# block 1

Block 1, wiring heat map:
Scale bar: 20 µm. 22 x 22 tiles, from dark blue (low) to red (high), scaled to the fullest tile. Values are wire area over tile area, all layers added.
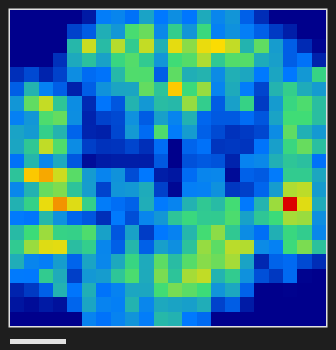
Block 1, cell classes on the final placement:
Fill, decap, tap and diode cells in gray.
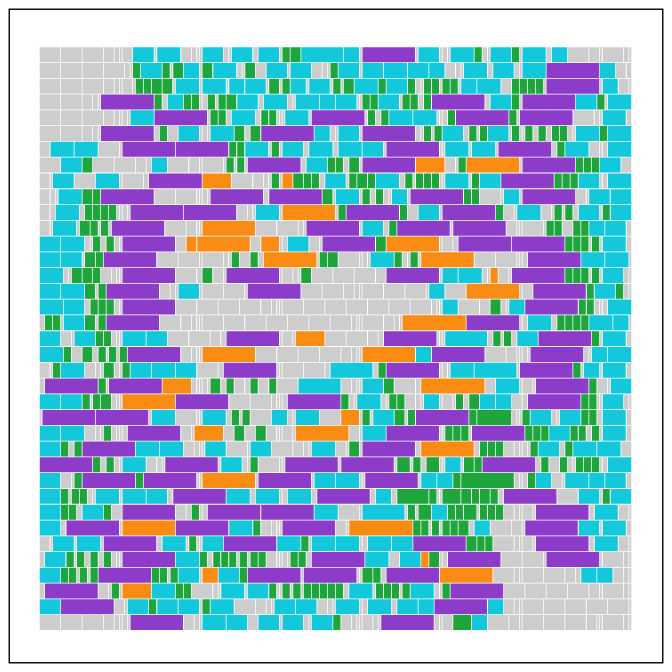
==> config.mk <==
export PLATFORM = sky130hd
export DESIGN_NAME = apb_master_bridge
export DESIGN_NICKNAME = d
export VERILOG_FILES = /design/src/rtl/apb_master_bridge.sv
export SDC_FILE = /design/constraint.sdc
export NUM_CORES = 1
export LEC_CHECK = 0
export ABC_AREA = 1
export CAP_MARGIN = 30
export CORE_MARGIN = 5
export CORE_UTILIZATION = 40
export DETAILED_ROUTE_END_ITERATION = 12
export PLACE_DENSITY = 0.92
export SETUP_SLACK_MARGIN = 0.4
export SLEW_MARGIN = 20
export SYNTH_ARGS = -nofsm -noshare
export SYNTH_HDL_FRONTEND = slang
export SYNTH_SLANG_ARGS = --single-unit
==> constraint.sdc <==
create_clock -name PCLK -period 2.05 [get_ports PCLK]
set_input_delay 0.615 -clock PCLK [delete_from_list [all_inputs] [get_ports PCLK]]
set_output_delay 0.615 -clock PCLK [all_outputs]
set_load 0.03 [all_outputs]
==> src/rtl/apb_master_bridge.sv <==
// apb_master_bridge: single-outstanding APB master.
// Turns a valid/ready request into an APB SETUP/ACCESS transfer and returns a
// one-cycle response. A wait-state timeout stops a dead slave from hanging the bus.
module apb_master_bridge #(
    parameter int DATA_WIDTH      = 32,
    parameter int MAIN_ADDR_WIDTH = 32,
    parameter int TIMEOUT_CYCLES  = 16
) (
    input  logic                       PCLK,
    input  logic                       PRESET_n,
    input  logic                       REQ_VALID,
    output logic                       REQ_READY,
    input  logic                       REQ_WRITE,
    input  logic [MAIN_ADDR_WIDTH-1:0] REQ_ADDR,
    input  logic [DATA_WIDTH-1:0]      REQ_WDATA,
    input  logic [DATA_WIDTH/8-1:0]    REQ_STRB,
    output logic                       RSP_VALID,
    output logic [DATA_WIDTH-1:0]      RSP_RDATA,
    output logic                       RSP_ERR,
    output logic [MAIN_ADDR_WIDTH-1:0] PADDR,
    output logic                       PSEL,
    output logic                       PENABLE,
    output logic                       PWRITE,
    output logic [DATA_WIDTH-1:0]      PWDATA,
    output logic [DATA_WIDTH/8-1:0]    PSTRB,
    input  logic                       PREADY,
    input  logic [DATA_WIDTH-1:0]      PRDATA
);

    localparam int STRB_WIDTH = DATA_WIDTH / 8;
    // One spare count value so TIMEOUT_CYCLES-1 always fits, even for TIMEOUT_CYCLES=1.
    localparam int CNT_WIDTH  = $clog2(TIMEOUT_CYCLES + 1);
    localparam logic [CNT_WIDTH-1:0] CNT_LAST = CNT_WIDTH'(TIMEOUT_CYCLES - 1);

    typedef enum logic [1:0] {
        ST_IDLE,
        ST_SETUP,
        ST_ACCESS
    } state_e;

    state_e                       state_q, state_d;
    logic                         req_ready_q, req_ready_d;
    logic                         rsp_valid_q, rsp_valid_d;
    logic                         rsp_err_q, rsp_err_d;
    logic [DATA_WIDTH-1:0]        rsp_rdata_q, rsp_rdata_d;
    logic                         psel_q, psel_d;
    logic                         penable_q, penable_d;
    logic                         pwrite_q, pwrite_d;
    logic [MAIN_ADDR_WIDTH-1:0]   paddr_q, paddr_d;
    logic [DATA_WIDTH-1:0]        pwdata_q, pwdata_d;
    logic [STRB_WIDTH-1:0]        pstrb_q, pstrb_d;
    logic [CNT_WIDTH-1:0]         count_q, count_d;

    // Next-state and registered-output logic; the APB address/control hold their value unless a request is accepted.
    always_comb begin
        state_d     = state_q;
        psel_d      = psel_q;
        penable_d   = penable_q;
        pwrite_d    = pwrite_q;
        paddr_d     = paddr_q;
        pwdata_d    = pwdata_q;
        pstrb_d     = pstrb_q;
        count_d     = count_q;
        rsp_valid_d = 1'b0;
        rsp_err_d   = 1'b0;
        rsp_rdata_d = '0;

        unique case (state_q)
            ST_IDLE: begin
                if (req_ready_q && REQ_VALID) begin
                    state_d   = ST_SETUP;
                    psel_d    = 1'b1;
                    penable_d = 1'b0;
                    pwrite_d  = REQ_WRITE;
                    paddr_d   = REQ_ADDR;
                    pwdata_d  = REQ_WRITE ? REQ_WDATA : '0;
                    pstrb_d   = REQ_WRITE ? REQ_STRB : '0;
                end
            end
            ST_SETUP: begin
                state_d   = ST_ACCESS;
                penable_d = 1'b1;
                count_d   = '0;
            end
            ST_ACCESS: begin
                if (PREADY) begin
                    state_d     = ST_IDLE;
                    psel_d      = 1'b0;
                    penable_d   = 1'b0;
                    rsp_valid_d = 1'b1;
                    rsp_rdata_d = pwrite_q ? '0 : PRDATA;
                end else if (count_q == CNT_LAST) begin
                    state_d     = ST_IDLE;
                    psel_d      = 1'b0;
                    penable_d   = 1'b0;
                    rsp_valid_d = 1'b1;
                    rsp_err_d   = 1'b1;
                end else begin
                    count_d = count_q + 1'b1;
                end
            end
            default: begin
                state_d   = ST_IDLE;
                psel_d    = 1'b0;
                penable_d = 1'b0;
            end
        endcase

        req_ready_d = (state_d == ST_IDLE);
    end

    // State and output registers; reset asserts immediately and clears everything, REQ_READY rises on the first edge after release.
    always_ff @(posedge PCLK or negedge PRESET_n) begin
        if (!PRESET_n) begin
            state_q     <= ST_IDLE;
            req_ready_q <= 1'b0;
            rsp_valid_q <= 1'b0;
            rsp_err_q   <= 1'b0;
            rsp_rdata_q <= '0;
            psel_q      <= 1'b0;
            penable_q   <= 1'b0;
            pwrite_q    <= 1'b0;
            paddr_q     <= '0;
            pwdata_q    <= '0;
            pstrb_q     <= '0;
            count_q     <= '0;
        end else begin
            state_q     <= state_d;
            req_ready_q <= req_ready_d;
            rsp_valid_q <= rsp_valid_d;
            rsp_err_q   <= rsp_err_d;
            rsp_rdata_q <= rsp_rdata_d;
            psel_q      <= psel_d;
            penable_q   <= penable_d;
            pwrite_q    <= pwrite_d;
            paddr_q     <= paddr_d;
            pwdata_q    <= pwdata_d;
            pstrb_q     <= pstrb_d;
            count_q     <= count_d;
        end
    end

    assign REQ_READY = req_ready_q;
    assign RSP_VALID = rsp_valid_q;
    assign RSP_ERR   = rsp_err_q;
    assign RSP_RDATA = rsp_rdata_q;
    assign PSEL      = psel_q;
    assign PENABLE   = penable_q;
    assign PWRITE    = pwrite_q;
    assign PADDR     = paddr_q;
    assign PWDATA    = pwdata_q;
    assign PSTRB     = pstrb_q;

endmodule

==> flow_summary.json <==
{
  "status": "complete, no violations",
  "dr.pass1.iters": 5,
  "hold_viol": 0,
  "clk_pin_slew_ps": 60,
  "rows": 37,
  "die_w_um": 112,
  "critPathBufInv": 1,
  "drive_above_1_share_pct": 26.6,
  "tritoncts": "done",
  "cts_buffer_depth": 2,
  "synth_area_mm2": 0.00420,
  "port_buffers": 210,
  "hp-class": "in2async",
  "n_clock_buffer": 24,
  "p_switching_mw": 4.56,
  "finalNonFillerCells": 854,
  "synthAoiAreaFrac_pct": 0.626,
  "regArea_mm2": 0.00283,
  "hpwl_um": 9300,
  "top_cell": "nand2_1",
  "warning_count": 28,
  "synthTopCellsByArea": "dfrtp_1 67%, nand2_1 17%, nand3_1 4.9%",
  "fmax_mhz": 592,
  "synth-async-reset-ratio_pct": 100,
  "seq_share_pct": 37.3,
  "clockNetworkAreaShare_pct": 8.12,
  "cp-end-kind": "output port",
  "rsz0062_at_grt": "true",
  "logic_gates": 277,
  "cp.depth": 1,
  "design_area_mm2": 0.00758,
  "pre_cts_ws_ps": 59.3,
  "layout.nets": 812,
  "powerDensity_mw_per_mm2": 1590,
  "viasPerCell": 4.61,
  "endpoint": "PWDATA[10]"
}
Notes on 'wiring heat map' of block 1 above:
fullest tile: 0.56
tiles over half the peak: 17%
densest ninth of the die: north
nearly empty tiles: 11%

Notes on 'cell classes on the final placement' of block 1 above:
[clock drivers and dummy loads] orange | cells: 32 | share of their area: 8.3%
[combinational and other logic] green | cells: 317 | share of their area: 18%
[other buffers and delay cells] cyan | cells: 256 | share of their area: 36%
[flops] purple | cells: 113 | share of their area: 38%

## layer usage
metal,track usage [%],vias up,part of all wire [%]
met5,0,-,0
met1,21.8,1875,35
met3,7.98,33,7.7
li1,-,1874,-
met2,38.1,153,54
met4,8.17,0,2.8
## worst min path at each step
stage / start / endpoint / slack (ps) / cells past startpoint
5_1_grt: PRESET_n / RSP_RDATA[29] / 90 / 1
2_1_floorplan: PRESET_n / PADDR[0] / 320 / 0
4_1_cts: PRESET_n / RSP_RDATA[27] / 60 / 1
6_report: PRESET_n / RSP_RDATA[27] / 80 / 1
3_5_place_dp: PADDR[23] / PADDR[23] / 460 / 2
3_3_place_gp: PADDR[27] / PADDR[27] / 450 / 2
## cells in the final DEF, fill, tap and decap left out, types with 6 or more instances in the layout
cell / netlist / routed
clkbuf_16: 0 / 16
nor2_1: 39 / 38
clkbuf_8: 0 / 6
inv_1: 39 / 38
buf_6: 0 / 106
dfrtp_1: 113 / 113
nand2_1: 186 / 185
buf_4: 0 / 41
buf_12: 0 / 6
nand3_1: 41 / 41
clkdlybuf4s50_1: 0 / 103
## timing repair
item,CTS,global route
pin swaps,1,2
buffers inserted,18,17
gates resized,743,6
endpoints found under the setup margin,110,110

# block 2

Block 2, cell classes on the final placement:
Fill, decap, tap and diode cells in gray.
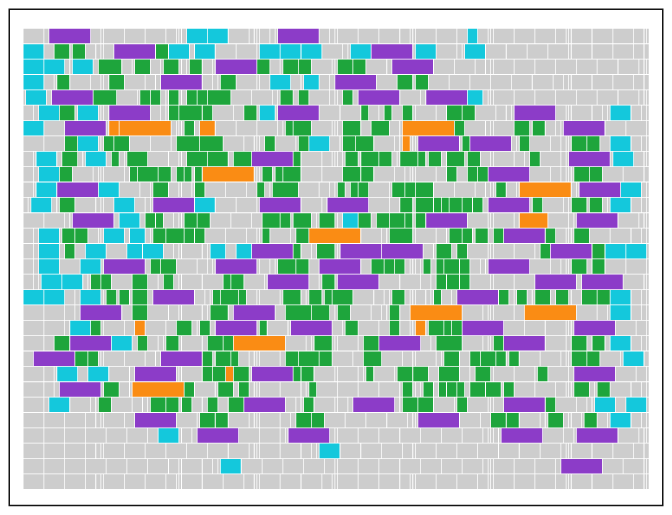
Block 2, wiring heat map:
Scale bar: 20 µm. 23 x 18 tiles, from dark blue (low) to red (high), scaled to the fullest tile. Values are wire area over tile area, all layers added.
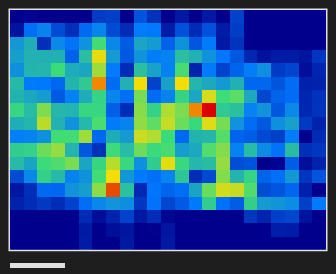
### src/rtl/read_reg_status_mipi.sv
// Read-side register block for the MIPI receiver: version/control/interrupt/frame
// registers on a one-cycle read port, sticky interrupt status and a frame counter.
module read_reg_status_mipi #(
    parameter int          ADDR_DECODER_WIDTH = 8,
    parameter int          CTRL_REG_WIDTH     = 8,
    parameter int          INT_WIDTH          = 4,
    parameter logic [31:0] IP_VERSION         = 32'h0001_0000
) (
    input  logic                          aclk,
    input  logic                          aresetn,
    input  logic                          mem_rd_req,
    input  logic [31:0]                   mem_rd_addr,
    output logic                          mem_rd_valid,
    output logic [31:0]                   mem_rd_data,
    input  logic [CTRL_REG_WIDTH-1:0]     ctrl_reg,
    input  logic                          glbl_int_en,
    input  logic [INT_WIDTH-1:0]          int_en,
    input  logic [INT_WIDTH-1:0]          int_status_clr,
    input  logic [INT_WIDTH-1:0]          int_event,
    input  logic                          frame_end,
    output logic                          interrupt_o
);

    localparam logic [ADDR_DECODER_WIDTH-1:0] OFF_VERSION     = ADDR_DECODER_WIDTH'('h00);
    localparam logic [ADDR_DECODER_WIDTH-1:0] OFF_CTRL_REG    = ADDR_DECODER_WIDTH'('h04);
    localparam logic [ADDR_DECODER_WIDTH-1:0] OFF_GLBL_INT_EN = ADDR_DECODER_WIDTH'('h08);
    localparam logic [ADDR_DECODER_WIDTH-1:0] OFF_INT_STATUS  = ADDR_DECODER_WIDTH'('h0C);
    localparam logic [ADDR_DECODER_WIDTH-1:0] OFF_INT_EN      = ADDR_DECODER_WIDTH'('h10);
    localparam logic [ADDR_DECODER_WIDTH-1:0] OFF_FRAME_CNT   = ADDR_DECODER_WIDTH'('h14);

    logic                          mem_rd_valid_q, mem_rd_valid_d;
    logic [31:0]                   mem_rd_data_q,  mem_rd_data_d;
    logic [INT_WIDTH-1:0]          int_status_q,   int_status_d;
    logic                          interrupt_q,    interrupt_d;
    logic [31:0]                   frame_cnt_q,    frame_cnt_d;

    logic [ADDR_DECODER_WIDTH-1:0] rd_offset;
    logic [31:0]                   rd_mux;
    logic                          unused_addr_bits;

    assign rd_offset        = mem_rd_addr[ADDR_DECODER_WIDTH-1:0];
    assign unused_addr_bits = ^mem_rd_addr[31:ADDR_DECODER_WIDTH];

    // Read mux sees the registered (pre-update) values, so a read returns the
    // register as it stood on the request cycle.
    always_comb begin
        rd_mux = '0;
        case (rd_offset)
            OFF_VERSION:     rd_mux = IP_VERSION;
            OFF_CTRL_REG:    rd_mux[CTRL_REG_WIDTH-1:0] = ctrl_reg;
            OFF_GLBL_INT_EN: rd_mux[0] = glbl_int_en;
            OFF_INT_STATUS:  rd_mux[INT_WIDTH-1:0] = int_status_q;
            OFF_INT_EN:      rd_mux[INT_WIDTH-1:0] = int_en;
            OFF_FRAME_CNT:   rd_mux = frame_cnt_q;
            default:         rd_mux = '0;
        endcase
    end

    // Read port: mem_rd_valid is a one-cycle pulse exactly one cycle after each
    // mem_rd_req; there is no back-pressure and mem_rd_data holds between pulses.
    always_comb begin
        mem_rd_valid_d = mem_rd_req;
        mem_rd_data_d  = mem_rd_data_q;
        if (mem_rd_req) begin
            mem_rd_data_d = rd_mux;
        end
    end

    always_comb begin
        int_status_d = (int_status_q & ~int_status_clr) | int_event;
        interrupt_d  = glbl_int_en & (|(int_status_q & int_en));
    end

    always_comb begin
        frame_cnt_d = frame_cnt_q;
        if (ctrl_reg[1]) begin
            frame_cnt_d = '0;
        end else if (ctrl_reg[0] && frame_end) begin
            frame_cnt_d = frame_cnt_q + 32'd1;
        end
    end

    always_ff @(posedge aclk) begin
        if (!aresetn) begin
            mem_rd_valid_q <= 1'b0;
            mem_rd_data_q  <= '0;
            int_status_q   <= '0;
            interrupt_q    <= 1'b0;
            frame_cnt_q    <= '0;
        end else begin
            mem_rd_valid_q <= mem_rd_valid_d;
            mem_rd_data_q  <= mem_rd_data_d;
            int_status_q   <= int_status_d;
            interrupt_q    <= interrupt_d;
            frame_cnt_q    <= frame_cnt_d;
        end
    end

    assign mem_rd_valid = mem_rd_valid_q;
    assign mem_rd_data  = mem_rd_data_q;
    assign interrupt_o  = interrupt_q;

endmodule

### config.mk
export PLATFORM = sky130hd
export DESIGN_NAME = read_reg_status_mipi
export DESIGN_NICKNAME = d
export VERILOG_FILES = /design/src/rtl/read_reg_status_mipi.sv
export SDC_FILE = /design/constraint.sdc
export NUM_CORES = 1
export LEC_CHECK = 0
export ABC_AREA = 0
export ABC_CLOCK_PERIOD_IN_PS = 3300
export CORE_ASPECT_RATIO = 0.75
export CORE_MARGIN = 2
export CORE_UTILIZATION = 35
export CTS_CLUSTER_DIAMETER = 50
export DETAILED_ROUTE_END_ITERATION = 8
export SLEW_MARGIN = 15
export SYNTH_ARGS = -nofsm -noshare
export SYNTH_HDL_FRONTEND = slang
export SYNTH_SLANG_ARGS = --single-unit
### constraint.sdc
create_clock -name aclk -period 3.3 [get_ports aclk]
set_clock_uncertainty 0.1 [all_clocks]
set_input_delay 0.495 -clock aclk [delete_from_list [all_inputs] [get_ports aclk]]
set_output_delay 0.495 -clock aclk [all_outputs]
set_load 0.03 [all_outputs]
==> flow_summary.json <==
{
  "status": "complete, no violations",
  "fin_util_pct": 47.5,
  "clock_latency_ps": 330,
  "power.total_mw": 1.86,
  "syn_area_per_cell_um2": 8.76,
  "port_buffers": 66,
  "fmax_mhz": 427,
  "cts_setup_buffers": 0,
  "slew_violations": 0,
  "antenna_found_initial": 0,
  "common_cells": "70 x dfxtp_1, 40 x nand3_1, 28 x nand2b_1, 24 x a21boi_0, 24 x a21oi_1",
  "r2r_cells": 4,
  "htree_num_levels": 3,
  "start_kind": "input pin",
  "grt_pass1_vias": 2729,
  "tns_ps": 0,
  "post-route-drc-count": 0,
  "diodes": 0,
  "critPathArrivalTime_ps": 2510,
  "numClockSinks": 70,
  "place_congestion": 0.865
}
Notes on 'cell classes on the final placement' of block 2 above:
[combinational and other logic] green | cells: 276 | share of their area: 42%
[other buffers and delay cells] cyan | cells: 74 | share of their area: 17%
[clock drivers and dummy loads] orange | cells: 16 | share of their area: 6.5%
[flops] purple | cells: 70 | share of their area: 34%

Notes on 'wiring heat map' of block 2 above:
tiles over half the peak: 12%
emptiest ninth of the die: north-east
mean over tiles: 0.13
densest ninth of the die: center
fullest tile: 0.52

-- registers in the layout (all words and copies together), names as in the netlist --
name          cells
interrupt_o       1
frame_cnt_q      32
mem_rd_data      32
mem_rd_valid      1
int_status_q      4
-- cell families after synthesis --
kind of cell	Yosys count	share of synthesized area (%)
DFF	70	43.0
buffers and inverters	31	3.95
adders and majority gates	1	0.384
and+or+nand+nor	161	28.6
AOI/OAI and AO/OA	85	17.0
muxes	11	3.61
xor gates and xnor gates	13	3.49
-- layer usage --
layer	global-route usage, %	vias to the layer above
li1	-	1466
met1	23.4	1332
met2	24.0	82
met3	6.78	9
met4	4.60	0
met5	0	-
-- per-stage QoR --
step                      cells  worst slack [ps]
final                       564               955
after global placement      548               644
after global routing        564               794
after floorplan             372              1330
after CTS                   564               938
after detailed placement    548               614
-- worst max-delay path, delay by kind of cell --
kind / cells / cell delay (ps)
buffers and inverters: 1 / 630
and+or+nand+nor: 3 / 1230
AOI/OAI and AO/OA: 1 / 150
-- final cells by class --
type | instances | area share [%]
timing repair buffer | 74 | 16.7
tap | 128 | 3.73
multi-input combinational | 271 | 40.3
sequential | 70 | 32.6
clock inverter | 4 | 0.524
inverter | 5 | 0.437
clock buffer | 12 | 5.74


==> layout pictures side by side <==
Met1 routing.
image #1
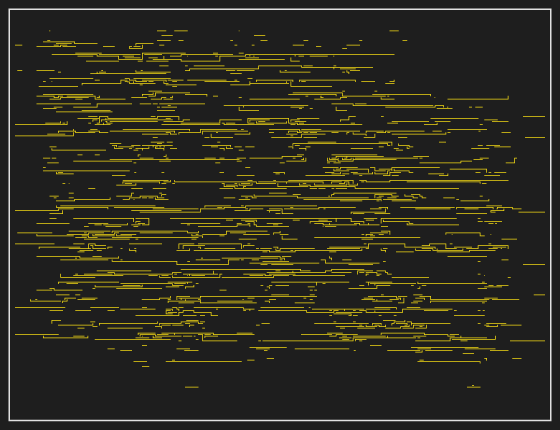
image #2
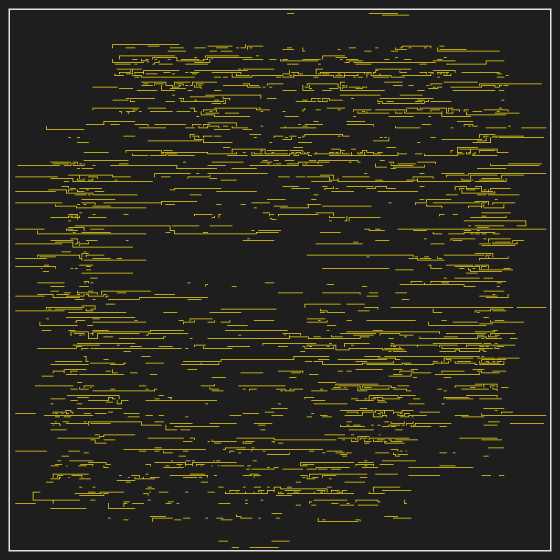
- block 1 = image #2
- block 2 = image #1

Key to image #2:
wire length on this layer: 4,750 µm
main direction: horizontal
longest straight run: 30.8 µm
nets with wire on the layer: 689
share of all routed wire: 35%

